==================== block 1
Fig. 1: block 1, the clock network
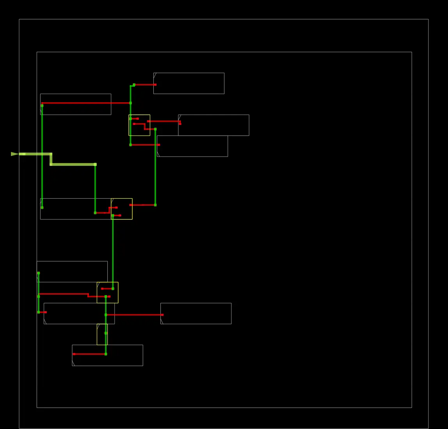
Fig. 2: block 1, ports around the boundary
(8 px per µm) Pins as bars across the die edge, other pins in grey.
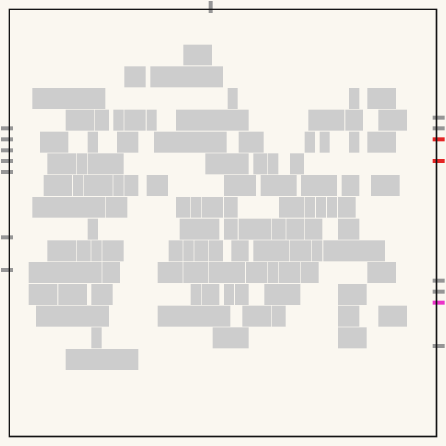
**src/rtl/fft_sdf_ctrl.sv**
```systemverilog
// -----------------------------------------------------------------------------
// fft_sdf_ctrl
//
// Sequencer for a radix-2 single-path delay-feedback FFT pipeline. Stage s owns
// a delay line of depth D_s = N >> (s+1). This block has no datapath. It only
// produces the per-stage mux selects, the twiddle exponent applied after
// stage 0, the shared clock enable, the flush control and the output framing.
//
// Ports
//   clk        rising-edge clock
//   clear      asynchronous active-low reset; all state and outputs go to 0
//   in_valid   an input sample is present this cycle
//   in_sof     the in_valid sample is frame index 0
//   pipe_en    clock enable for every stage delay line (the accept strobe)
//   zero_in    stage 0 takes 0 instead of the input sample (flush)
//   sel        sel[s]:   0 = load delay line, 1 = butterfly / feed back difference
//   sel_1      sel_1[s]: 0 = emit butterfly sum, 1 = emit delayed word
//   tw_idx     exponent k of W_N^k for the word leaving stage 0
//   out_valid  the last stage emits a valid bin this cycle
//   out_sof    the emitted bin is the first of its frame
//   out_idx    bin number of the emitted bin, in bit-reversed order
//   frame_err  one-cycle pulse on an in_sof that arrives with cnt != 0
//
// A single counter cnt tracks the frame position of the sample being accepted.
// Stage s sees the same stream delayed by O_s = sum_{k<s} D_k = N - (N >> s)
// samples, so its local count is c_s = cnt - O_s (mod N).
// -----------------------------------------------------------------------------
module fft_sdf_ctrl #(
  parameter int N     = 4,
  parameter int LOG2N = 2
) (
  input  logic             clk,
  input  logic             clear,
  input  logic             in_valid,
  input  logic             in_sof,
  output logic             pipe_en,
  output logic             zero_in,
  output logic [LOG2N-1:0] sel,
  output logic [LOG2N-1:0] sel_1,
  output logic [LOG2N-2:0] tw_idx,
  output logic             out_valid,
  output logic             out_sof,
  output logic [LOG2N-1:0] out_idx,
  output logic             frame_err
);

  localparam int CW   = LOG2N;
  localparam int TW_W = LOG2N - 1;

  localparam logic [CW-1:0] CNT_ONE  = CW'(1);
  // FILL accepts its last sample at this count. FLUSH runs at counts 0 to
  // N-2, so this is also the count of the final flush cycle.
  localparam logic [CW-1:0] CNT_LAST_FILL = CW'(N - 2);
  localparam logic [CW-1:0] HALF     = CW'(N / 2);

  typedef enum logic [1:0] {
    ST_IDLE  = 2'd0,
    ST_FILL  = 2'd1,
    ST_RUN   = 2'd2,
    ST_FLUSH = 2'd3
  } state_e;

  state_e          state_q, state_d;
  logic [CW-1:0]   cnt_q, cnt_d;
  logic [LOG2N-1:0] sel_q, sel_d;
  logic [LOG2N-1:0] sel_1_q, sel_1_d;
  logic [TW_W-1:0] tw_q, tw_d;

  logic            sof_take;    // in_valid qualified by in_sof
  logic            misaligned;  // in_sof in an active frame away from index 0
  logic            flush_last;  // final cycle of the flush
  logic [CW-1:0]   c_s;         // stage-local count, scratch for the select loop
  logic [CW-1:0]   c_1;         // stage-1 local count
  logic [CW-1:0]   m;           // natural-order bin number leaving the pipe

  function automatic logic [CW-1:0] bitrev(input logic [CW-1:0] x);
    logic [CW-1:0] r;
    r = '0;
    for (int i = 0; i < CW; i++) begin
      r[i] = x[CW-1-i];
    end
    return r;
  endfunction

  assign sof_take   = in_valid & in_sof;
  assign misaligned = sof_take & (cnt_q != '0) &
                      ((state_q == ST_FILL) | (state_q == ST_RUN));
  assign flush_last = (state_q == ST_FLUSH) & (cnt_q == CNT_LAST_FILL);

  // ---------------------------------------------------------------------------
  // State register
  // ---------------------------------------------------------------------------
  // NOTE: sequential state uses non-blocking assignments so every register
  // samples the pre-edge values, independent of statement order.
  always_ff @(posedge clk or negedge clear) begin
    if (!clear) begin
      state_q <= ST_IDLE;
      cnt_q   <= '0;
      sel_q   <= '0;
      sel_1_q <= '0;
      tw_q    <= '0;
    end else begin
      state_q <= state_d;
      cnt_q   <= cnt_d;
      // Selects and twiddle move only when the pipeline advances, so a stall
      // freezes them together with the delay lines.
      if (pipe_en) begin
        sel_q   <= sel_d;
        sel_1_q <= sel_1_d;
        tw_q    <= tw_d;
      end
    end
  end

  // ---------------------------------------------------------------------------
  // Next-state logic
  // ---------------------------------------------------------------------------
  // NOTE: every variable written in an always_comb gets a default first; a
  // path that leaves one unassigned would infer a latch.
  always_comb begin
    state_d = state_q;
    cnt_d   = cnt_q;
    unique case (state_q)
      ST_IDLE: begin
        // The sof sample is accepted here as index 0; in_valid alone is dropped.
        if (sof_take) begin
          state_d = ST_FILL;
          cnt_d   = CNT_ONE;
        end
      end
      ST_FILL, ST_RUN: begin
        if (in_valid) begin
          if (misaligned) begin
            // Resync: this sample becomes index 0 and the partial frame is
            // discarded by refilling the pipe.
            state_d = ST_FILL;
            cnt_d   = CNT_ONE;
          end else begin
            cnt_d = cnt_q + CNT_ONE;
            if ((state_q == ST_FILL) && (cnt_q == CNT_LAST_FILL)) begin
              state_d = ST_RUN;
            end
          end
        end else if ((state_q == ST_RUN) && (cnt_q == '0)) begin
          // Stream ended on a frame boundary: drain the pipe.
          state_d = ST_FLUSH;
        end
      end
      ST_FLUSH: begin
        if (flush_last) begin
          if (sof_take) begin
            state_d = ST_FILL;
            cnt_d   = CNT_ONE;
          end else begin
            state_d = ST_IDLE;
            cnt_d   = '0;
          end
        end else begin
          cnt_d = cnt_q + CNT_ONE;
        end
      end
      default: begin
        state_d = ST_IDLE;
        cnt_d   = '0;
      end
    endcase
  end

  // ---------------------------------------------------------------------------
  // Select and twiddle values for the position the pipeline moves to next.
  // IDLE parks everything at 0. While FILL has not yet reached stage s
  // (cnt < O_s), that stage only loads and passes its delayed word.
  // ---------------------------------------------------------------------------
  always_comb begin
    sel_d   = '0;
    sel_1_d = '0;
    tw_d    = '0;
    c_s     = '0;
    c_1     = cnt_d - HALF;
    if (state_d != ST_IDLE) begin
      for (int s = 0; s < LOG2N; s++) begin
        c_s = cnt_d - CW'(N - (N >> s));
        if ((state_d == ST_FILL) && (cnt_d < CW'(N - (N >> s)))) begin
          sel_d[s]   = 1'b0;
          sel_1_d[s] = 1'b1;
        end else begin
          sel_d[s]   = c_s[LOG2N-1-s];
          sel_1_d[s] = ~c_s[LOG2N-1-s];
        end
      end
      // Difference words from stage 0 reach stage 1 at c_1 in [D_0, N). That
      // range is cnt < N/2, where stage 1 is still filling during FILL, so
      // the twiddle stays 0 there.
      if ((state_d != ST_FILL) && (c_1 >= HALF)) begin
        tw_d = TW_W'(c_1 - HALF);
      end
    end
  end

  // ---------------------------------------------------------------------------
  // Outputs
  // ---------------------------------------------------------------------------
  always_comb begin
    pipe_en   = 1'b0;
    zero_in   = 1'b0;
    out_valid = 1'b0;
    frame_err = 1'b0;
    unique case (state_q)
      // The reset term keeps pipe_en low while clear is asserted, even with a
      // sof sample on the input.
      ST_IDLE:  pipe_en = clear & sof_take;
      ST_FILL: begin
        pipe_en   = in_valid;
        frame_err = misaligned;
      end
      ST_RUN: begin
        pipe_en   = in_valid;
        out_valid = in_valid & ~misaligned;
        frame_err = misaligned;
      end
      ST_FLUSH: begin
        pipe_en   = 1'b1;
        out_valid = 1'b1;
        // A sof on the final flush cycle is a real sample for the next frame.
        zero_in   = ~(flush_last & sof_take);
      end
      default: begin
        pipe_en = 1'b0;
      end
    endcase
  end

  // m = cnt - (N-1) mod N, which is cnt + 1 mod N.
  assign m       = cnt_q + CNT_ONE;
  assign out_idx = out_valid ? bitrev(m) : '0;
  assign out_sof = out_valid & (m == '0);

  assign sel    = sel_q;
  assign sel_1  = sel_1_q;
  assign tw_idx = tw_q;

endmodule
```
**config.mk**
```make
export PLATFORM = sky130hd
export DESIGN_NAME = fft_sdf_ctrl
export DESIGN_NICKNAME = d
export VERILOG_FILES = /design/src/rtl/fft_sdf_ctrl.sv
export SDC_FILE = /design/constraint.sdc
export NUM_CORES = 1
export LEC_CHECK = 0
export CAP_MARGIN = 30
export CORE_MARGIN = 2
export CORE_UTILIZATION = 30
export CTS_CLUSTER_DIAMETER = 40
export CTS_CLUSTER_SIZE = 10
export DETAILED_ROUTE_END_ITERATION = 8
export PLACE_DENSITY = 0.56
export SLEW_MARGIN = 20
export SYNTH_ARGS = -nofsm -noshare
export SYNTH_HDL_FRONTEND = slang
export SYNTH_SLANG_ARGS = --single-unit
```
**constraint.sdc**
```tcl
create_clock -name clk -period 2.8 [get_ports clk]
set_clock_uncertainty 0.15 [all_clocks]
set_input_delay 0.28 -clock clk [delete_from_list [all_inputs] [get_ports clk]]
set_output_delay 0.28 -clock clk [all_outputs]
set_load 0.01 [all_outputs]
```
==> CHANGELOG.md <==
## Implementation

- Outcome: completed
- Crit path depth: 7
- Int Pwr: 0.446 mW
- Clk buf depth: 2
- CP delay by family, top: buffers and inverters
- Top power group: combinational logic
- Worst setup endpoint: out_idx[0]
- Max layer used: met4
- First-pass GRT wire length: 2960 µm
- R2R depth: 7
- Syn-to-layout area delta: 32.4%
- Fillers: 237
- DR vias/cell: 5.30
- Non-clock buffering overhead: 17.9%
- Met3 WL post-DR: 126 µm
- Leading cell kind: logic gates
About Fig. 1:
Num CTS Buffers: 3
Clock Power: 0.0992 mW
Clock Sinks: 9
count of clock buffers in the final design: 4

About Fig. 2:
legend:
  `zero_in`:
    colour: magenta
    pins: 1
    direction: output
    edge: east
  `out_idx`:
    colour: red
    pins: 2
    direction: output
    edge: east
I/O Buffers: 15
Die Wd: 53.2 µm
chip height: 53.2 µm

worst min path at each step:
| stage | to | startpoint | slack (ns) |
|---|---|---|---|
| 2_1_floorplan | cnt_q[0]$_DFF_PN0_ | clear | -0.17 |
| 3_3_place_gp | sel_1[0]$_DFFE_PN0P_ | sel_1[0]$_DFFE_PN0P_ | 0.32 |
| 3_5_place_dp | sel[1]$_DFFE_PN0P_ | sel[1]$_DFFE_PN0P_ | 0.32 |
| 4_1_cts | sel[0]$_DFFE_PN0P_ | clear | 0.21 |
| 5_1_grt | sel_1[0]$_DFFE_PN0P_ | clear | 0.23 |
| 6_report | cnt_q[0]$_DFF_PN0_ | clear | 0.22 |
sequential cells by signal (all words and copies together), names as in the netlist:
name     flops
sel          2
cnt_q        2
tw_idx       1
state_q      2
sel_1        2
metrics by stage:
step	total power [mW]	std cells	area [µm²]	setup WS (ns)	utilization (%)
after floorplan	0.542	83	727	0.746	-
after global placement	0.708	128	921	0.318	40.8
after detailed placement	0.700	128	921	0.334	40.8
after CTS	0.810	132	947	0.105	42.0
after global routing	0.877	132	962	0.0349	42.7
final	0.810	132	962	0.190	42.7

==================== block 2
File: src/rtl/pipe_ctrl.sv
// Hazard and stall controller for the five-stage core: PC / pipeline-flop hold and flush
// sequencing for load-use, jumps, mul/div waits and bus wait states, plus a stall counter.
module pipe_ctrl #(
    parameter int unsigned CNT_W = 32
) (
    input  logic             clk,
    input  logic             rst,
    input  logic [4:0]       id_rs1_raddr,
    input  logic [4:0]       id_rs2_raddr,
    input  logic             id_rs1_ren,
    input  logic             id_rs2_ren,
    input  logic [4:0]       ex_rd_waddr,
    input  logic             ex_is_load,
    input  logic             jump_en,
    input  logic [31:0]      jump_addr,
    input  logic             md_start,
    input  logic             md_done,
    input  logic             mem_req,
    input  logic             mem_ready,
    output logic             pc_hold,
    output logic             ifid_hold,
    output logic             ifid_flush,
    output logic             idex_hold,
    output logic             idex_flush,
    output logic             exmem_hold,
    output logic             jump_en_o,
    output logic [31:0]      jump_addr_o,
    output logic [CNT_W-1:0] stall_cnt
);

    localparam int unsigned REG_AW = 5;

    typedef enum logic [1:0] {
        ST_RUN      = 2'd0,
        ST_MD_WAIT  = 2'd1,
        ST_BUS_WAIT = 2'd2
    } state_e;

    state_e           state_q, state_d;
    logic             md_pend_q, md_pend_d;
    logic             md_done_q, md_done_d;
    logic [CNT_W-1:0] stall_cnt_q;

    logic bus_stall;
    logic load_use;
    logic eff_md;
    logic eff_run;

    assign bus_stall = mem_req && !mem_ready;

    assign load_use = ex_is_load && (ex_rd_waddr != REG_AW'(0)) &&
                      ((id_rs1_ren && (id_rs1_raddr == ex_rd_waddr)) ||
                       (id_rs2_ren && (id_rs2_raddr == ex_rd_waddr)));

    // A bus wait that interrupted an unfinished mul/div resumes as MD_WAIT on completion.
    assign eff_md  = (state_q == ST_MD_WAIT) ||
                     ((state_q == ST_BUS_WAIT) && md_pend_q && !md_done_q);
    assign eff_run = (state_q == ST_RUN) ||
                     ((state_q == ST_BUS_WAIT) && !(md_pend_q && !md_done_q));

    // State register, pending/done flags and saturating stall counter
    always_ff @(posedge clk) begin
        if (rst) begin
            state_q     <= ST_RUN;
            md_pend_q   <= 1'b0;
            md_done_q   <= 1'b0;
            stall_cnt_q <= '0;
        end else begin
            state_q   <= state_d;
            md_pend_q <= md_pend_d;
            md_done_q <= md_done_d;
            if (pc_hold && (stall_cnt_q != {CNT_W{1'b1}})) begin
                stall_cnt_q <= stall_cnt_q + CNT_W'(1);
            end
        end
    end

    // Next-state logic
    always_comb begin
        state_d   = state_q;
        md_pend_d = md_pend_q;
        md_done_d = md_done_q;
        if (bus_stall) begin
            state_d = ST_BUS_WAIT;
            unique case (state_q)
                ST_MD_WAIT: begin
                    md_pend_d = !md_done;
                    md_done_d = 1'b0;
                end
                ST_BUS_WAIT: begin
                    if (md_done) begin
                        md_pend_d = 1'b0;
                        md_done_d = 1'b1;
                    end
                end
                default: begin
                    md_pend_d = 1'b0;
                    md_done_d = 1'b0;
                end
            endcase
        end else if (eff_md) begin
            state_d   = md_done ? ST_RUN : ST_MD_WAIT;
            md_pend_d = 1'b0;
            md_done_d = 1'b0;
        end else begin
            // jump_en kills a same-cycle md_start; an unknown state also recovers to RUN here
            state_d   = (md_start && !jump_en && !md_done) ? ST_MD_WAIT : ST_RUN;
            md_pend_d = 1'b0;
            md_done_d = 1'b0;
        end
    end

    // Output logic, priority: bus wait, md wait, jump, load-use
    always_comb begin
        pc_hold    = 1'b0;
        ifid_hold  = 1'b0;
        ifid_flush = 1'b0;
        idex_hold  = 1'b0;
        idex_flush = 1'b0;
        exmem_hold = 1'b0;
        jump_en_o  = 1'b0;
        if (!rst) begin
            if (bus_stall) begin
                pc_hold    = 1'b1;
                ifid_hold  = 1'b1;
                idex_hold  = 1'b1;
                exmem_hold = 1'b1;
            end else if (eff_md || (eff_run && md_start && !jump_en)) begin
                pc_hold   = 1'b1;
                ifid_hold = 1'b1;
                idex_hold = 1'b1;
            end else if (eff_run && jump_en) begin
                ifid_flush = 1'b1;
                idex_flush = 1'b1;
                jump_en_o  = 1'b1;
            end else if (eff_run && load_use) begin
                pc_hold    = 1'b1;
                ifid_hold  = 1'b1;
                idex_flush = 1'b1;
            end
        end
    end

    assign jump_addr_o = jump_addr;
    assign stall_cnt   = stall_cnt_q;

endmodule
File: config.mk
export PLATFORM = sky130hd
export DESIGN_NAME = pipe_ctrl
export DESIGN_NICKNAME = d
export VERILOG_FILES = /design/src/rtl/pipe_ctrl.sv
export SDC_FILE = /design/constraint.sdc
export NUM_CORES = 1
export LEC_CHECK = 0
export CORE_UTILIZATION = 36
export CTS_CLUSTER_DIAMETER = 200
export DETAILED_ROUTE_END_ITERATION = 7
export PLACE_DENSITY_LB_ADDON = 0.2
export RECOVER_POWER = 100
export SYNTH_ARGS = -nofsm -noshare
export SYNTH_HDL_FRONTEND = slang
export SYNTH_SLANG_ARGS = --single-unit
File: constraint.sdc
create_clock -name clk -period 2.4 [get_ports clk]
set_input_delay 0.24 -clock clk [delete_from_list [all_inputs] [get_ports clk]]
set_output_delay 0.24 -clock clk [all_outputs]
set_load 0.02 [all_outputs]
Fig. 3: block 2, zoomed window
Region (33, 33) to (83, 83) µm. Cells in grey, sequential cells in the stronger grey; small squares are vias.
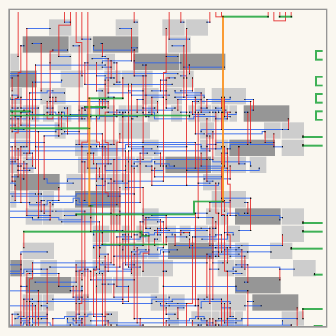
legend:
  metal 3:
    colour: green
  metal 4:
    colour: orange
  metal 1:
    colour: blue
  metal 2:
    colour: red
most frequent: dlygate4sd3_1 (15), dfxtp_1 (15)
cells with their middle in the window: 139
netlist names of flops here include: `stall_cnt` (15)
sequential cells in the window: 15

Fig. 4: block 2, ports around the boundary
(4 px per µm) Pins as bars across the die edge, other pins in grey.
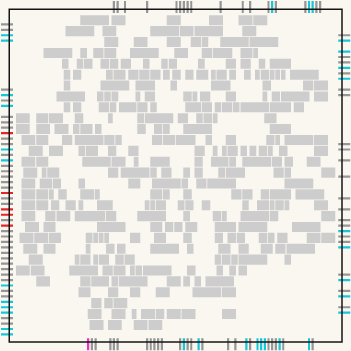
legend:
  `id_rs1_raddr`:
    colour: red
    pins: 5
    direction: input
    edge: west
  `jump_addr`:
    colour: cyan
    pins: 32
    direction: input
    edge: 12 west, 9 east, 8 south, 3 north
  `idex_flush`:
    colour: magenta
    pins: 1
    direction: output
    edge: south
all pins by edge: 49 west, 31 south, 28 east, 20 north
chip height: 82.8 µm
Die Wd: 82.8 µm
I/O Buffers: 63

Fig. 5: block 2, placement by cell class
(6 px per µm)
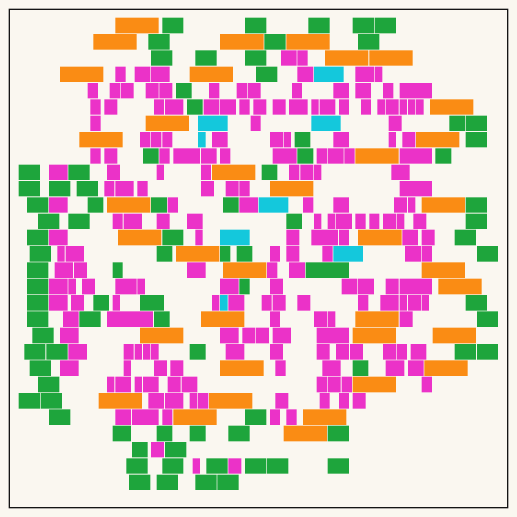
legend:
  combinational and other logic:
    colour: magenta
    cells: 199
    share_of_their_area: 44%
  flops:
    colour: orange
    cells: 36
    share_of_their_area: 25%
  clock drivers and dummy loads:
    colour: cyan
    cells: 8
    share_of_their_area: 3.1%
  other buffers and delay cells:
    colour: green
    cells: 87
    share_of_their_area: 28%
Seq area share: 23.9%
fin util: 47.7%
cell area after layout: 3010 µm²
total core area: 6310 µm²

-- layout by cell type (no fill, tap or decap), types with 11 or more instances in the layout --
master | Yosys | routed
buf_4 | 35 | 20
a21oi_1 | 20 | 20
nand2_1 | 15 | 15
or4_1 | 13 | 13
nor2_1 | 13 | 13
dlygate4sd3_1 | 0 | 36
nand4_1 | 12 | 12
dfxtp_1 | 36 | 36
clkdlybuf4s50_1 | 0 | 24
nand3_1 | 19 | 19
o21ai_0 | 11 | 11
-- worst paths after layout --
path | start | to | slack, ns | cells past startpoint
setup / recovery | jump_en | idex_hold | 0.14 | 6
hold / removal | jump_addr[16] | jump_addr_o[16] | 0.48 | 0
setup reg to reg | stall_cnt[23]$_SDFFE_PP0P_ | stall_cnt[17]$_SDFFE_PP0P_ | 0.18 | 7
hold reg to reg | stall_cnt[21]$_SDFFE_PP0P_ | stall_cnt[21]$_SDFFE_PP0P_ | 0.49 | 2
-- repair_timing --
action | CTS | global route
buffers inserted | 0 | 0
gates resized | 3 | 6
endpoints found under the setup margin | 3 | 25
-- sequential cells by signal, indices dropped and copies added (netlist names) --
signal and cells:
stall_cnt 32, state_q 2, md_done_q 1, md_pend_q 1
==> CHANGELOG.md <==
## Implementation

- Non-clock buffering overhead: 27.0%
- Critical path launch point type: input port
- Dpl cells: 399
- Proportion of layout cells with a drive suffix above 1: 13.0%
- Seq share, synth: 30.7%
- DRT met1 WL: 2500 µm
- Cycle use final: 94.4%
- Comb gates: 196
- Max layer used: met4
- Leading cell kind: logic gates
- Largest net degree at the start of global routing: 37
- RSZ-0062 raised after global routing: false
- Fillers: 646
- I/O pin cnt: 128
- Worst min path class: input port to output pin
- Simple share: 30.0%
- Antenna violations before repair: 0
- Final Hold Fails: 0
- Mapped Area: 2350 µm²
- Outcome: completed
- Logic share of the area: 42.5%
- Count of clock buffers in the final design: 8
- Ys flop type: dfxtp_1

==================== block 3
<file path="src/rtl/mem_fifo_ctrl_if.sv">
// Valid/ready stream bundle for mem_fifo_ctrl: producer side (in_*) and consumer side (out_*).
// The controller takes the slave modport; the producer/consumer environment takes the master.
interface mem_fifo_ctrl_if #(
   parameter int unsigned DATA_W = 16
) ();

   logic              in_valid;
   logic              in_ready;
   logic [DATA_W-1:0] in_data;
   logic              out_valid;
   logic              out_ready;
   logic [DATA_W-1:0] out_data;

   modport master (
      output in_valid,
      output in_data,
      output out_ready,
      input  in_ready,
      input  out_valid,
      input  out_data
   );

   modport slave (
      input  in_valid,
      input  in_data,
      input  out_ready,
      output in_ready,
      output out_valid,
      output out_data
   );

endinterface

</file>
<file path="src/rtl/mem_fifo_ctrl.sv">
// FIFO controller in front of a 16x16 synchronous memory; one fairly arbitrated access per cycle.
// Optional MEM_FIFO_BYPASS_EN: an empty FIFO loads in_data straight into the head register.
module mem_fifo_ctrl #(
   parameter int unsigned DATA_W = 16,
   parameter int unsigned ADDR_W = 4
) (
   input  logic              clk,
   input  logic              rst_n,
   mem_fifo_ctrl_if.slave    bus,
   output logic [ADDR_W:0]   mem_count,
   output logic              full,
   output logic              empty,
   output logic [ADDR_W-1:0] mem_addr,
   output logic              mem_we,
   output logic              mem_oe,
   output logic [DATA_W-1:0] mem_wdata,
   input  logic [DATA_W-1:0] mem_rdata
);

   localparam logic [ADDR_W:0] FullCount = {1'b1, {ADDR_W{1'b0}}};
   localparam logic [ADDR_W:0] OneCount  = {{ADDR_W{1'b0}}, 1'b1};

   logic [ADDR_W-1:0] wr_ptr_q, wr_ptr_d;
   logic [ADDR_W-1:0] rd_ptr_q, rd_ptr_d;
   logic [ADDR_W:0]   count_q, count_d;
   logic              out_valid_q, out_valid_d;
   logic [DATA_W-1:0] out_data_q, out_data_d;
   logic              last_grant_q, last_grant_d;

   logic full_int, empty_int;
   logic head_free;
   logic wr_req, rd_req;
   logic grant_wr, grant_rd;
   logic bypass;

   assign full_int  = (count_q == FullCount);
   assign empty_int = (count_q == '0);
   assign head_free = !out_valid_q || bus.out_ready;

   // Requests are gated by rst_n so nothing reaches the memory while reset is held.
   assign wr_req = rst_n && bus.in_valid && !full_int;
   assign rd_req = rst_n && !empty_int && head_free;

`ifdef MEM_FIFO_BYPASS_EN
   assign bypass = rst_n && empty_int && head_free && bus.in_valid;
`else
   assign bypass = 1'b0;
`endif

   // last_grant_q = 1 means write won last time, so a contested cycle goes to read.
   always_comb begin
      grant_wr = 1'b0;
      grant_rd = 1'b0;
      if (wr_req && rd_req) begin
         grant_wr = !last_grant_q;
         grant_rd = last_grant_q;
      end else begin
         grant_wr = wr_req;
         grant_rd = rd_req;
      end
      if (bypass) begin
         grant_wr = 1'b0;
      end
   end

   always_comb begin
      mem_we   = grant_wr;
      mem_oe   = grant_rd;
      mem_addr = grant_wr ? wr_ptr_q : rd_ptr_q;
   end

   assign mem_wdata = bus.in_data;

   always_comb begin
      wr_ptr_d     = wr_ptr_q;
      rd_ptr_d     = rd_ptr_q;
      count_d      = count_q;
      out_valid_d  = out_valid_q;
      out_data_d   = out_data_q;
      last_grant_d = last_grant_q;

      if (grant_wr) begin
         wr_ptr_d     = wr_ptr_q + 1'b1;
         count_d      = count_q + OneCount;
         last_grant_d = 1'b1;
      end else if (grant_rd) begin
         rd_ptr_d     = rd_ptr_q + 1'b1;
         count_d      = count_q - OneCount;
         last_grant_d = 1'b0;
      end

      if (grant_rd) begin
         out_valid_d = 1'b1;
         out_data_d  = mem_rdata;
      end else if (bypass) begin
         out_valid_d = 1'b1;
         out_data_d  = bus.in_data;
      end else if (out_valid_q && bus.out_ready) begin
         out_valid_d = 1'b0;
      end
   end

   always_ff @(posedge clk or negedge rst_n) begin
      if (!rst_n) begin
         wr_ptr_q     <= '0;
         rd_ptr_q     <= '0;
         count_q      <= '0;
         out_valid_q  <= 1'b0;
         out_data_q   <= '0;
         last_grant_q <= 1'b1;
      end else begin
         wr_ptr_q     <= wr_ptr_d;
         rd_ptr_q     <= rd_ptr_d;
         count_q      <= count_d;
         out_valid_q  <= out_valid_d;
         out_data_q   <= out_data_d;
         last_grant_q <= last_grant_d;
      end
   end

   assign bus.in_ready  = grant_wr || bypass;
   assign bus.out_valid = out_valid_q;
   assign bus.out_data  = out_data_q;
   assign mem_count     = count_q;
   assign full          = full_int;
   assign empty         = empty_int;

endmodule

</file>
<file path="src/flat_wrapper.sv">
// flat-port wrapper written by rule: the top's interface ports become plain ports
module mem_fifo_ctrl_flat 
#(
   parameter int unsigned DATA_W = 16,
   parameter int unsigned ADDR_W = 4
)
  (clk, rst_n, mem_count, full, empty, mem_addr, mem_we, mem_oe, mem_wdata, mem_rdata, bus_in_valid, bus_in_data, bus_out_ready, bus_in_ready, bus_out_valid, bus_out_data);
  mem_fifo_ctrl_if #(.DATA_W(DATA_W)) bus_i ();
  input  logic clk;
  input  logic rst_n;
  output logic [ADDR_W:0] mem_count;
  output logic full;
  output logic empty;
  output logic [ADDR_W-1:0] mem_addr;
  output logic mem_we;
  output logic mem_oe;
  output logic [DATA_W-1:0] mem_wdata;
  input  logic [DATA_W-1:0] mem_rdata;
  input wire logic [$bits(bus_i.in_valid)-1:0] bus_in_valid;
  input wire logic [$bits(bus_i.in_data)-1:0] bus_in_data;
  input wire logic [$bits(bus_i.out_ready)-1:0] bus_out_ready;
  output wire logic [$bits(bus_i.in_ready)-1:0] bus_in_ready;
  output wire logic [$bits(bus_i.out_valid)-1:0] bus_out_valid;
  output wire logic [$bits(bus_i.out_data)-1:0] bus_out_data;
  assign bus_i.in_valid = bus_in_valid;
  assign bus_i.in_data = bus_in_data;
  assign bus_i.out_ready = bus_out_ready;
  assign bus_in_ready = bus_i.in_ready;
  assign bus_out_valid = bus_i.out_valid;
  assign bus_out_data = bus_i.out_data;
  mem_fifo_ctrl #(.DATA_W(DATA_W), .ADDR_W(ADDR_W)) u_core (.clk(clk), .rst_n(rst_n), .bus(bus_i), .mem_count(mem_count), .full(full), .empty(empty), .mem_addr(mem_addr), .mem_we(mem_we), .mem_oe(mem_oe), .mem_wdata(mem_wdata), .mem_rdata(mem_rdata));
endmodule
</file>
<file path="config.mk">
export PLATFORM = sky130hd
export DESIGN_NAME = mem_fifo_ctrl_flat
export DESIGN_NICKNAME = d
export VERILOG_FILES = /design/src/rtl/mem_fifo_ctrl_if.sv /design/src/rtl/mem_fifo_ctrl.sv /design/src/flat_wrapper.sv
export SDC_FILE = /design/constraint.sdc
export NUM_CORES = 1
export LEC_CHECK = 0
export ABC_AREA = 1
export CAP_MARGIN = 20
export CORE_AREA = 8 8 71 73
export DETAILED_ROUTE_END_ITERATION = 10
export DIE_AREA = 0 0 79 81
export GPL_TIMING_DRIVEN = 0
export PLACE_DENSITY = 0.84
export RECOVER_POWER = 25
export SYNTH_ARGS = -nofsm -noshare
export SYNTH_HDL_FRONTEND = slang
export SYNTH_SLANG_ARGS = --single-unit
</file>
<file path="constraint.sdc">
create_clock -name clk -period 2.6 [get_ports clk]
set_input_delay 0.52 -clock clk [delete_from_list [all_inputs] [get_ports clk]]
set_output_delay 0.52 -clock clk [all_outputs]
set_load 0.005 [all_outputs]
</file>
Fig. 6: block 3, zoomed window
Region (29, 31) to (79, 81) µm. Cells in grey, sequential cells in the stronger grey; small squares are vias.
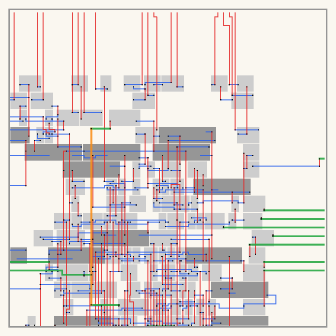
legend:
  metal 2:
    colour: red
  metal 1:
    colour: blue
  metal 4:
    colour: orange
  metal 3:
    colour: green
netlist names of flops here include: `u_core.rd_ptr_q` (4), `u_core.wr_ptr_q` (4), `u_core.mem_count` (3)
sequential cells in the window: 12
cells with their middle in the window: 113
most frequent: nand2_1 (33), buf_4 (13), clkdlybuf4s50_1 (13)

==> CHANGELOG.md <==
## Implementation

- Outcome: completed
- Non-clock buffering overhead: 34.6%
- Logic area: 631 µm²
- Ant diodes: 0
- Fin util: 62.9%
- Non-clk bufs: 91
- Final Hold Fails: 0
- Cell with the most instances after synthesis: nand2_1
- Routed wire per std cell: 12.4 µm
- Clock Sinks: 31
- Top cells by count: nand2_1, dfrtp_1, buf_4
- Clock latency at the later pin of the worst-skew pair: 0.28 ns
- Max Cap Viol: 0
- Setup slack, reg-to-reg: 0.54 ns
- Worst setup EP type: output pin
- Tool warnings: 26
- ClkCell Share: 2.95%
- WP data required: 2.08 ns
- WL final: 4010 µm
- Worst VDD drop: 415 µV
- Cycle use final: 95.1%
- Chip Area, Yosys: 1640 µm²
- Met2 wire len: 2050 µm
- I/O pin cnt: 83
- Clock slew seen by the registers of the worst setup and hold paths: 0.06 ns
- Largest register FFs: 16
- Power consumption: 2.41 mW
- Largest net degree at the start of global routing: 34
- R2R depth: 17
- Floorplan core density: 41.9%
- Seq area share: 31.6%
- Total core area: 3910 µm²
- Max-slew headroom: 80.6%
- Total global-route track usage: 13.2%
- Seq_cells: 31
- Antenna violations before repair: 0
Fig. 7: block 3, ports around the boundary
(4 px per µm) Pins as bars across the die edge, other pins in grey.
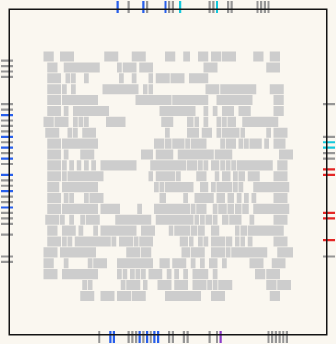
legend:
  `bus_out_data`:
    colour: blue
    pins: 16
    direction: output
    edge: 7 west, 6 south, 3 north
  `mem_addr`:
    colour: cyan
    pins: 4
    direction: output
    edge: 2 north, 2 east
  `full`:
    colour: purple
    pins: 1
    direction: output
    edge: south
  `mem_count`:
    colour: red
    pins: 5
    direction: output
    edge: east
Die Wd: 79 µm
I/O Buffers: 66
chip height: 81 µm

==> placed cells by master, fill, tap and decap left out <==
cell type        count
or2_1                1
clkdlybuf4s50_1     59
buf_6                2
clkbuf_2             1
a21boi_2             1
inv_1               14
nand3b_1             1
ha_1                 3
nand2_1             87
inv_2                2
dfstp_2              1
clkdlybuf4s15_1      1
nand2_4              2
xnor2_1              4
clkbuf_8             5
nand2_2              4
buf_4               23
buf_12               1
clkbuf_1             1
nor2_1               1
dfrtp_1             30
buf_2                1
nand3_1              8
inv_4                1
nand3_2              3
nor2_2               3
dlygate4sd2_1        3
o21ai_1              2
nand4_1              1
xor2_1               4
o21ai_0              3
==> stage by stage <==
step / std cells / setup WS [ns]
floorplan: 198 / 0.716
global placement: 314 / -1.40
detailed placement: 314 / -0.463
CTS: 323 / 0.00969
global route: 323 / 0.0188
finish: 323 / 0.128
==> logic make-up after synthesis <==
family	share of synthesized area [%]
XOR/XNOR	4.27
AND/OR/NAND/NOR	29.6
flip-flops	47.3
AND-OR/OR-AND	1.98
buffers and inverters	14.5
adder cells (fa/ha/maj)	2.29

==================== block 4
Fig. 8: block 4, wire density map
(3 px per µm) 23 x 13 tiles, from dark purple (low) to yellow (high), scaled to the fullest tile. Values are wire area over tile area, all layers added.
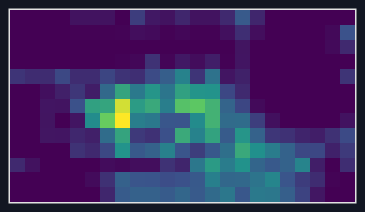
Fig. 9: block 4, ports around the boundary
(4 px per µm) Pins as bars across the die edge, other pins in grey.
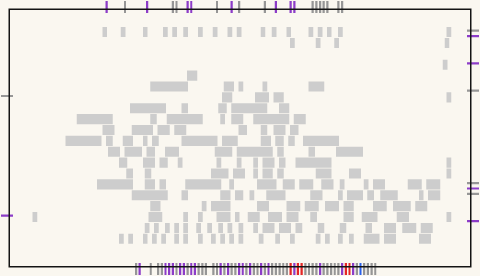
[config.mk]
export PLATFORM = sky130hd
export DESIGN_NAME = hazard_stall_ctrl
export DESIGN_NICKNAME = d
export VERILOG_FILES = /design/src/rtl/hazard_pkg.sv /design/src/rtl/hazard_mem_wait_fsm.sv /design/src/rtl/hazard_stall_ctrl.sv
export SDC_FILE = /design/constraint.sdc
export NUM_CORES = 1
export LEC_CHECK = 0
export CELL_PAD_IN_SITES_DETAIL_PLACEMENT = 1
export CELL_PAD_IN_SITES_GLOBAL_PLACEMENT = 1
export CORE_AREA = 4 4 111 60
export CTS_CLUSTER_SIZE = 28
export DETAILED_ROUTE_END_ITERATION = 16
export DIE_AREA = 0 0 115 64
export GPL_TIMING_DRIVEN = 0
export PLACE_DENSITY = 0.77
export REMOVE_ABC_BUFFERS = 1
export SLEW_MARGIN = 20
export SYNTH_ARGS = -nofsm -noshare
export SYNTH_HDL_FRONTEND = slang
export SYNTH_HIERARCHICAL = 1
export SYNTH_SLANG_ARGS = --single-unit
[constraint.sdc]
create_clock -name clk -period 2 [get_ports clk]
set_clock_uncertainty 0.1 [all_clocks]
set_input_delay 0.3 -clock clk [delete_from_list [all_inputs] [get_ports clk]]
set_output_delay 0.3 -clock clk [all_outputs]
set_load 0.05 [all_outputs]
[src/rtl/hazard_pkg.sv]
// Shared types and constants for the pipeline stall/flush controller.
package hazard_pkg;

  localparam int REG_W           = 5;
  localparam int MEM_TIMEOUT_DEF = 16;

  typedef enum logic [1:0] {
    ST_RUN  = 2'd0,
    ST_WAIT = 2'd1,
    ST_ERR  = 2'd2
  } state_t;

endpackage

[src/rtl/hazard_mem_wait_fsm.sv]
// Tracks multi-cycle data-memory waits, requests a pipeline freeze and
// latches a sticky error when a wait runs past MEM_TIMEOUT cycles.
module hazard_mem_wait_fsm
  import hazard_pkg::*;
#(
  parameter int MEM_TIMEOUT = MEM_TIMEOUT_DEF,
  parameter int TO_W        = 8
) (
  input  logic clk,
  input  logic rst,
  input  logic mem_wait,
  output logic freeze,
  output logic mem_err
);

  localparam logic [TO_W-1:0] LAST = TO_W'(MEM_TIMEOUT - 1);

  state_t          state;
  logic [TO_W-1:0] cnt;

  always_ff @(posedge clk or negedge rst) begin
    if (!rst) begin
      state   <= ST_RUN;
      cnt     <= '0;
      mem_err <= 1'b0;
    end else begin
      case (state)
        ST_RUN: begin
          if (mem_wait) begin
            state <= ST_WAIT;
            cnt   <= TO_W'(1);
          end
        end
        ST_WAIT: begin
          if (!mem_wait) begin
            state <= ST_RUN;
            cnt   <= '0;
          end else if (cnt == LAST) begin
            state   <= ST_ERR;
            mem_err <= 1'b1;
          end else begin
            cnt <= cnt + TO_W'(1);
          end
        end
        // ERR is terminal until reset; counter deliberately left untouched
        ST_ERR: begin
          state <= ST_ERR;
        end
        default: begin
          state <= ST_RUN;
          cnt   <= '0;
        end
      endcase
    end
  end

  // Freeze must act in the same cycle the wait is seen, hence combinational
  assign freeze = (state == ST_ERR) | mem_wait;

endmodule

[src/rtl/hazard_stall_ctrl.sv]
// Pipeline stall/flush controller: load-use, taken-branch and memory-wait
// handling. Optional HAZARD_PERF_EN adds stall/flush event counters.
module hazard_stall_ctrl
  import hazard_pkg::*;
#(
  parameter int MEM_TIMEOUT = MEM_TIMEOUT_DEF,
  parameter int TO_W        = 8
) (
  input  logic             clk,
  input  logic             rst,
  input  logic [REG_W-1:0] RS1D,
  input  logic [REG_W-1:0] RS2D,
  input  logic [REG_W-1:0] RdE,
  input  logic             ResultSrcE0,
  input  logic             PCSrcE,
  input  logic             MemReqM,
  input  logic             MemReadyM,
  output logic             StallF,
  output logic             StallD,
  output logic             StallE,
  output logic             StallM,
  output logic             FlushD,
  output logic             FlushE,
  output logic             FlushW,
  output logic             mem_err,
  output logic [31:0]      stall_cycles,
  output logic [31:0]      flush_events
);

  logic mem_wait;
  logic lw_stall;
  logic freeze;

  assign mem_wait = MemReqM & ~MemReadyM;
  assign lw_stall = ResultSrcE0 & (RdE != '0) & ((RdE == RS1D) | (RdE == RS2D));

  hazard_mem_wait_fsm #(
    .MEM_TIMEOUT (MEM_TIMEOUT),
    .TO_W        (TO_W)
  ) u_fsm (
    .clk      (clk),
    .rst      (rst),
    .mem_wait (mem_wait),
    .freeze   (freeze),
    .mem_err  (mem_err)
  );

  // Outputs are forced low while reset is held, whatever the inputs do
  always_comb begin
    StallF = 1'b0;
    StallD = 1'b0;
    StallE = 1'b0;
    StallM = 1'b0;
    FlushD = 1'b0;
    FlushE = 1'b0;
    FlushW = 1'b0;
    if (rst) begin
      if (freeze) begin
        StallF = 1'b1;
        StallD = 1'b1;
        StallE = 1'b1;
        StallM = 1'b1;
        FlushW = 1'b1;
      end else begin
        StallF = lw_stall;
        StallD = lw_stall;
        FlushD = PCSrcE;
        FlushE = lw_stall | PCSrcE;
      end
    end
  end

`ifdef HAZARD_PERF_EN
  logic [31:0] stall_q;
  logic [31:0] flush_q;

  // mem_err is high exactly while in ERR, so it doubles as the freeze gate
  always_ff @(posedge clk or negedge rst) begin
    if (!rst) begin
      stall_q <= '0;
      flush_q <= '0;
    end else if (!mem_err) begin
      if (StallF)          stall_q <= stall_q + 32'd1;
      if (FlushD | FlushE) flush_q <= flush_q + 32'd1;
    end
  end

  assign stall_cycles = stall_q;
  assign flush_events = flush_q;
`else
  assign stall_cycles = '0;
  assign flush_events = '0;
`endif

endmodule

==> CHANGELOG.md <==
## Implementation

- Nets: 211
- # setup viols final: 0
- HP Start: u_fsm/mem_err$_DFFE_PN0P_
- Ant diodes: 0
- Chip Area, Yosys: 1340 µm²
- ANT nets after route: 0
- Non-clock buffering overhead: 17.0%
- Antenna violations before repair: 0
- Initial DRC Count: 22
- Dominant logic cell type in the layout: conb_1
- Total core area: 5810 µm²
- Cell area after layout: 1560 µm²
- Most frequent cells in the layout: conb_1, xor2_1, dfrtp_1, clkdlybuf4s50_1, nand3_1
- Chip Area: 7360 µm²
- Root cell of the clock tree: clkbuf_16
- Invs w/o clock: 2
- Crit path from: RS2D[1]
- Simple share: 19.4%
- Mux share: 0%
- Dpl ws: -1.00 ns
- Outcome: completed
- Drt drc: 0
- Max Clk Rate: 508 MHz
- Final Critical Period: 1.97 ns
- Clock Sinks: 11
- Power per cell area: 665 nW/µm²
- Fillers: 718
- Max-slew headroom: 61.6%
- First-pass detailed-route iteration total: 4
- Critical path type: input port to output pin
- Grt met1 use: 12.1%
- Syn-to-layout area delta: 16.0%
- CP Cell Sequence: clkdlybuf4s50_1 -> xor2_1 -> nor2_1 -> a22oi_2 -> o21bai_2 -> buf_6
- Non-clk bufs: 30
- GRT overflow: 0
- Post-synth regs: 11
- GPL Wtd Cong: 0.817
- XOR/XNOR Area Share: 7.18%
- Mapped Avg Cell Area: 8.33 µm²
- ClkCell Share: 5.06%
- Reg-to-reg startpoint: u_fsm/cnt[0]$_DFFE_PN0P_
- Setup slack, reg-to-reg: 0.33 ns
- Seq share, synth: 20.5%
- Warnings, synthesis: 6
About Fig. 8:
tiles over half the peak: 8.0%
densest ninth of the die: centre
emptiest ninth of the die: north-west
DR vias: 999
WL final: 3500 µm

About Fig. 9:
legend:
  `stall_cycles`:
    colour: purple
    pins: 32
    direction: output
    edge: 19 south, 8 north, 4 east, 1 west
  `RdE`:
    colour: red
    pins: 5
    direction: input
    edge: south
  `FlushW`:
    colour: blue
    pins: 1
    direction: output
    edge: south
all pins by edge: 62 south, 21 north, 8 east, 2 west
chip height: 64 µm
Die Wd: 115 µm
I/O Buffers: 28

[power breakdown]
group	internal (mW)	switching, mW
registers	0.230	0.00832
logic	0.0724	0.357
clock network	0.268	0.100
total	0.570	0.466
[flip-flops by register name (all words and copies together) (netlist names)]
register       count
u_fsm/cnt          8
u_fsm/mem_err      1
u_fsm/state        2
[worst max-delay path, delay by kind of cell]
kind | cells | cell delay [ns]
and+or+nand+nor | 1 | 0.08
buffers and inverters | 2 | 0.64
AOI/OAI and AO/OA | 2 | 0.38
xor gates and xnor gates | 1 | 0.17
[metrics by stage]
step	util (%)	hold WS (ns)	cells	power (mW)	setup TNS [ns]
6_report	26.8	0.378	265	1.04	0
2_1_floorplan	-	-0.0956	154	0.573	-3.69
5_1_grt	26.8	0.411	265	1.07	-0.0467
3_3_place_gp	24.7	0.363	259	0.650	-7.15
3_5_place_dp	24.7	0.371	259	0.654	-7.58
4_1_cts	26.6	0.383	265	1.04	0
[repair_timing]
item	4_1_cts	5_1_grt
resized	64	14
pin swaps	6	5
hold buffers	1	0
buffers inserted	1	0
endpoints found under the hold margin	11	0
endpoints found under the setup margin	9	10

==================== block 5
Fig. 10: block 5, zoomed window
Region (30, 30) to (80, 80) µm. Cells in grey, sequential cells in the stronger grey; small squares are vias.
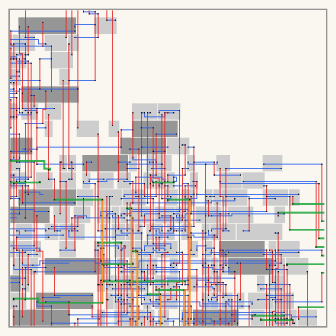
Fig. 11: block 5, signal wires on met4
(4 px per µm) Supply wires on this layer in grey.
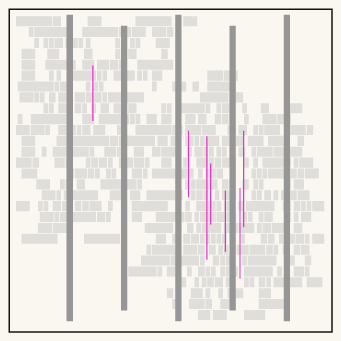
Fig. 12: block 5, ports around the boundary
(4 px per µm) Pins as bars across the die edge, other pins in grey.
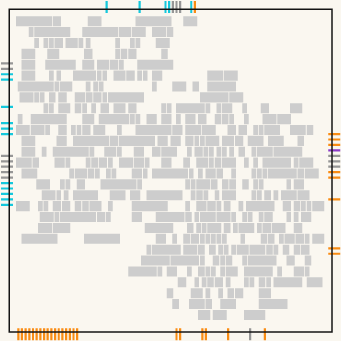
==> config.mk <==
export PLATFORM = sky130hd
export DESIGN_NAME = operand_hazard_scoreboard
export DESIGN_NICKNAME = d
export VERILOG_FILES = /design/src/rtl/operand_hazard_scoreboard.sv
export SDC_FILE = /design/constraint.sdc
export NUM_CORES = 1
export LEC_CHECK = 0
export ABC_AREA = 1
export CORE_UTILIZATION = 35
export CTS_BUF_LIST = sky130_fd_sc_hd__clkbuf_4
export CTS_CLUSTER_SIZE = 14
export DETAILED_ROUTE_END_ITERATION = 8
export GPL_ROUTABILITY_DRIVEN = 0
export PLACE_DENSITY = 0.7
export SETUP_SLACK_MARGIN = 0.02
export SYNTH_ARGS = -nofsm -noshare
export SYNTH_HDL_FRONTEND = slang
export SYNTH_SLANG_ARGS = --single-unit
==> constraint.sdc <==
create_clock -name clk -period 3.55 [get_ports clk]
set_input_delay 1.065 -clock clk [delete_from_list [all_inputs] [get_ports clk]]
set_output_delay 1.065 -clock clk [all_outputs]
set_load 0.005 [all_outputs]
==> src/rtl/operand_hazard_scoreboard.sv <==
// -----------------------------------------------------------------------------
// operand_hazard_scoreboard
//
// Interlock controller for the operand-fetch (OF) stage of the pipelined
// SimpleRisc core. It remembers the destination register of every instruction
// still in flight (EX, MA, RW) and holds OF while the current instruction
// reads one of those registers. The core has no forwarding paths, so this
// block is the only protection against read-after-write hazards.
//
// Ports:
//   clk, rst_n      clock (rising edge), asynchronous active-low reset
//   of_valid        OF holds a valid instruction
//   of_inst         instruction word in OF (rd=[26:22] rs1=[21:17] rs2=[16:12])
//   of_isRet        ret: source 1 is r15
//   of_isSt         st: source 2 is rd
//   of_isCall       call: writes r15
//   of_useRs1       rs1 is read
//   of_useRs2       rs2 is read (register form)
//   of_writesRd     instruction writes rd
//   flush           taken branch in EX, squash the OF instruction
//   stall           hold PC and the IF/OF latch
//   issue           OF instruction moves into EX this cycle
//   ex_bubble       EX latch loads a nop this cycle
//   hazard_src1/2   per-source conflict flags (debug)
//   stall_count     saturating count of stall cycles
// -----------------------------------------------------------------------------
module operand_hazard_scoreboard #(
  parameter int DEPTH = 3,
  parameter int REG_W = 5,
  parameter int CNT_W = 16
) (
  input  logic             clk,
  input  logic             rst_n,
  input  logic             of_valid,
  input  logic [31:0]      of_inst,
  input  logic             of_isRet,
  input  logic             of_isSt,
  input  logic             of_isCall,
  input  logic             of_useRs1,
  input  logic             of_useRs2,
  input  logic             of_writesRd,
  input  logic             flush,
  output logic             stall,
  output logic             issue,
  output logic             ex_bubble,
  output logic             hazard_src1,
  output logic             hazard_src2,
  output logic [CNT_W-1:0] stall_count
);

  // r15 is the link register used implicitly by call and ret.
  localparam logic [REG_W-1:0] LINK_REG = REG_W'(15);

  // Instruction fields.
  logic [REG_W-1:0] rd, rs1, rs2;
  assign rd  = of_inst[22 +: REG_W];
  assign rs1 = of_inst[17 +: REG_W];
  assign rs2 = of_inst[12 +: REG_W];

  // Effective operands after the ret/st/call special cases.
  logic [REG_W-1:0] src1, src2, dst;
  logic             used1, used2, dvalid;
  assign src1   = of_isRet  ? LINK_REG : rs1;
  assign used1  = of_isRet  | of_useRs1;
  assign src2   = of_isSt   ? rd       : rs2;  // st reads the value register rd
  assign used2  = of_isSt   | of_useRs2;
  assign dst    = of_isCall ? LINK_REG : rd;
  assign dvalid = of_isCall | of_writesRd;

  // Scoreboard: entry 0 is EX, entry DEPTH-1 is RW.
  logic [DEPTH-1:0] sb_v;
  logic [REG_W-1:0] sb_dst [DEPTH];

  // Every entry, including RW, is compared: the register file cannot hand a
  // value written this cycle to a read in the same cycle.
  logic hit1, hit2;
  always_comb begin
    // NOTE: defaults assigned before the loop so no path leaves the flags
    // unassigned; without them synthesis would infer latches.
    hit1 = 1'b0;
    hit2 = 1'b0;
    for (int i = 0; i < DEPTH; i++) begin
      if (sb_v[i] && (sb_dst[i] == src1)) hit1 = 1'b1;
      if (sb_v[i] && (sb_dst[i] == src2)) hit2 = 1'b1;
    end
  end

  assign hazard_src1 = of_valid & used1 & hit1;
  assign hazard_src2 = of_valid & used2 & hit2;
  // A flushed instruction is dropped anyway, so it must not hold the PC.
  assign stall       = (hazard_src1 | hazard_src2) & ~flush;
  assign issue       = of_valid & ~stall & ~flush;
  assign ex_bubble   = ~issue;

  // Valid bits shift every cycle, stalled or not: in-flight instructions keep
  // draining while OF waits.
  always_ff @(posedge clk or negedge rst_n) begin
    // NOTE: sequential state uses non-blocking assignments so every entry
    // samples its neighbour's pre-edge value, giving a true shift register.
    if (!rst_n) begin
      sb_v <= '0;
    end else begin
      sb_v[0] <= issue & dvalid;
      for (int i = 1; i < DEPTH; i++) sb_v[i] <= sb_v[i-1];
    end
  end

  // NOTE: the register indices are only meaningful when the matching valid
  // bit is set, so they carry no reset and shift as plain data.
  always_ff @(posedge clk) begin
    sb_dst[0] <= dst;
    for (int i = 1; i < DEPTH; i++) sb_dst[i] <= sb_dst[i-1];
  end

  // Performance counter: saturates instead of wrapping.
  always_ff @(posedge clk or negedge rst_n) begin
    if (!rst_n) begin
      stall_count <= '0;
    end else if (stall && (stall_count != {CNT_W{1'b1}})) begin
      stall_count <= stall_count + CNT_W'(1);
    end
  end

endmodule

==> CHANGELOG.md <==
## Implementation

- Outcome: completed
- Final Worst Setup Slack: 0.0887 ns
- Placed inst area: 2760 µm²
- Most frequent cells in the layout: nand2_1, inv_1, nand3_1, nor2_1, clkdlybuf4s50_1
- Critical path type: input port to output pin
- M3 GR Usage: 4.77%
- Mux share: 0%
- Sequential power share: 49.9%
- Top cells by count: nand2_1, inv_1, nand3_1
- Grt met1 use: 24.6%
- Clock slew seen by the registers of the worst setup and hold paths: 0.13 ns
- Drt drc: 0
- Top reg by flops: stall_count
- Warnings, synthesis: 0
- Worst min path class: register to register
- EDFF count, synth: 0
- Reg-to-reg startpoint: stall_count[0]$_DFFE_PN0P_
- Slew Limit Fails: 0
- Largest cells by area after synthesis: dfrtp_1, nand2_1, dfxtp_1
- Tool warnings: 45
- Num CTS Buffers: 5
- Crit path from: of_inst[18]
- Cell with the most instances after synthesis: nand2_1
- Final Critical Period: 3.46 ns
- Max Cap Viol: 0
- Logic area: 1340 µm²
- Total global-route track usage: 19.7%
- Mapped Area: 2150 µm²
- Routed wire per std cell: 13.1 µm
- Chip Area, Yosys: 2150 µm²
- Crit path max fanout: 4
- Yosys cell count: 312
- CP max stage cell: dlygate4sd2_1
- Main logic family: simple AND/OR/NAND/NOR gates
- Hpwl dp: 4230 µm
- Fillers: 590
About Fig. 10:
legend:
  metal 2:
    colour: red
  metal 4:
    colour: orange
  metal 3:
    colour: green
  metal 1:
    colour: blue
netlist names of flops here include: `sb_dst` (6), `stall_count` (4), `sb_v` (3)
most frequent: nand2_1 (21), inv_1 (15), nor2_1 (14)
cells with their middle in the window: 148
sequential cells in the window: 13

About Fig. 11:
wire length on this layer: 137 µm
nets with wire on the layer: 7
main direction: vertical
WL final: 5940 µm
DR vias: 2268

About Fig. 12:
legend:
  `stall_count`:
    colour: cyan
    pins: 16
    direction: output
    edge: 11 west, 5 north
  `of_isSt`:
    colour: purple
    pins: 1
    direction: input
    edge: east
  `of_inst`:
    colour: orange
    pins: 32
    direction: input
    edge: 23 south, 8 east, 1 north
Die Wd: 80.3 µm
chip height: 80.3 µm
I/O Buffers: 45

==> layer usage <==
metal | wire length (µm) | up-vias
met5 | 0 | -
met4 | 136 | 0
met3 | 289 | 15
met2 | 2860 | 67
met1 | 2650 | 1052
li1 | - | 1134
==> metrics by stage <==
| stage | hold WS (ns) | utilization, % |
|---|---|---|
| floorplan | 0.352 | - |
| global placement | 0.359 | 46.7 |
| detailed placement | 0.361 | 46.7 |
| CTS | 0.377 | 49.0 |
| global route | 0.386 | 51.0 |
| finish | 0.353 | 51.0 |
==> area by class of cell <==
class	count	area share, %
Clock buffer	6	1.49
Timing Repair Buffer	66	19.6
Tap cell	75	3.11
Sequential cell	34	25.7
Clock inverter	2	0.290
Multi-Input combinational cell	232	44.5
Inverter	40	5.30
==> path summary, 6_finish.rpt <==
path / to / slack (ns) / cells past startpoint
max: issue / 0.09 / 12
min: sb_dst[0][10]$_DFF_P_ / 0.35 / 0
max reg2reg: stall_count[9]$_DFFE_PN0P_ / 1.41 / 9
min reg2reg: sb_dst[0][10]$_DFF_P_ / 0.35 / 0
max in group asynchronous: stall_count[4]$_DFFE_PN0P_ / 1.77 / 1
min in group asynchronous: sb_v[1]$_DFF_PN0_ / 1.21 / 1


==> notes/layouts.md <==
Pictures saved along the way, in no particular order.

Met3 routing.
panel A
(6 px per µm)
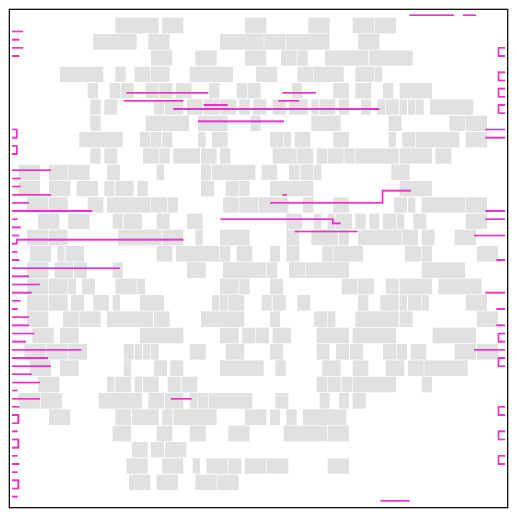
panel B
(6 px per µm)
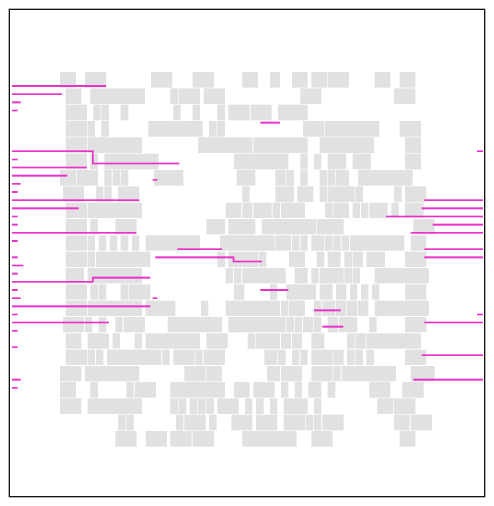
panel C
(6 px per µm)
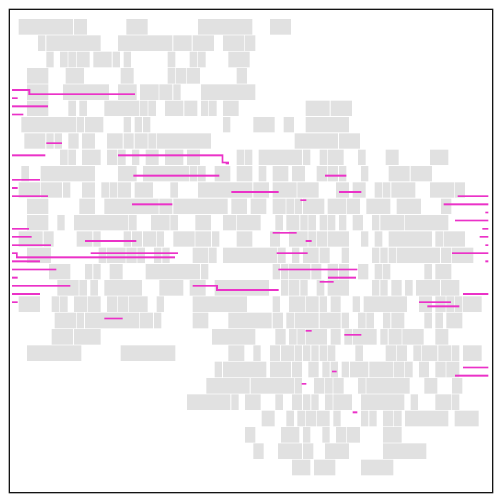
panel D
(10 px per µm)
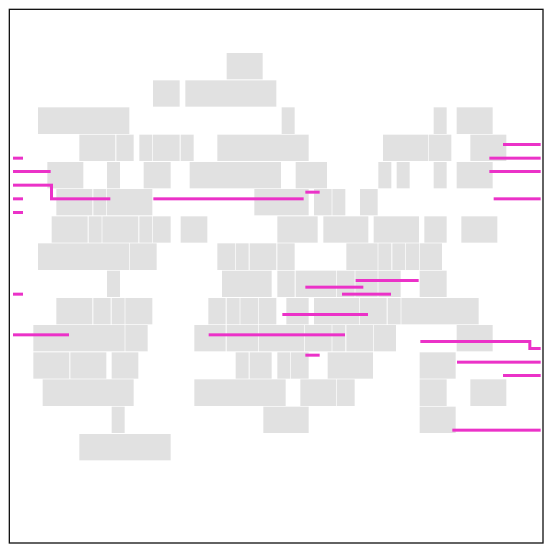
panel E
(6 px per µm)
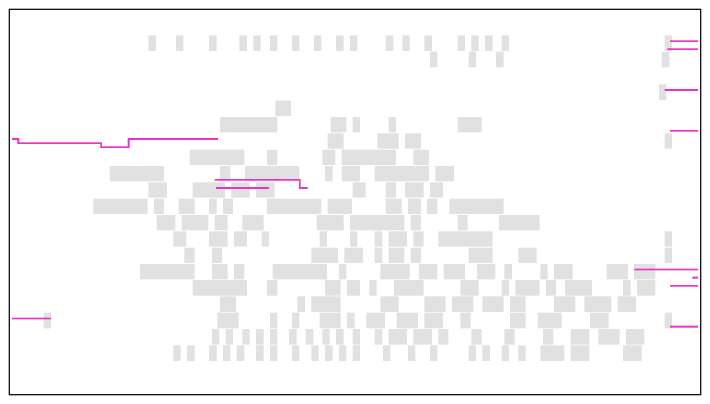
- block 5 = panel C
- block 1 = panel D
- block 3 = panel B
- block 2 = panel A
- block 4 = panel E
Of these, smallest die: panel D

Key to panel D:
share of all routed wire: 7.1%
wire length on this layer: 127 µm
main direction: horizontal
nets with wire on the layer: 22
longest straight run: 14.7 µm

Power figures rest on the tool's default switching activity, not on a simulated workload.
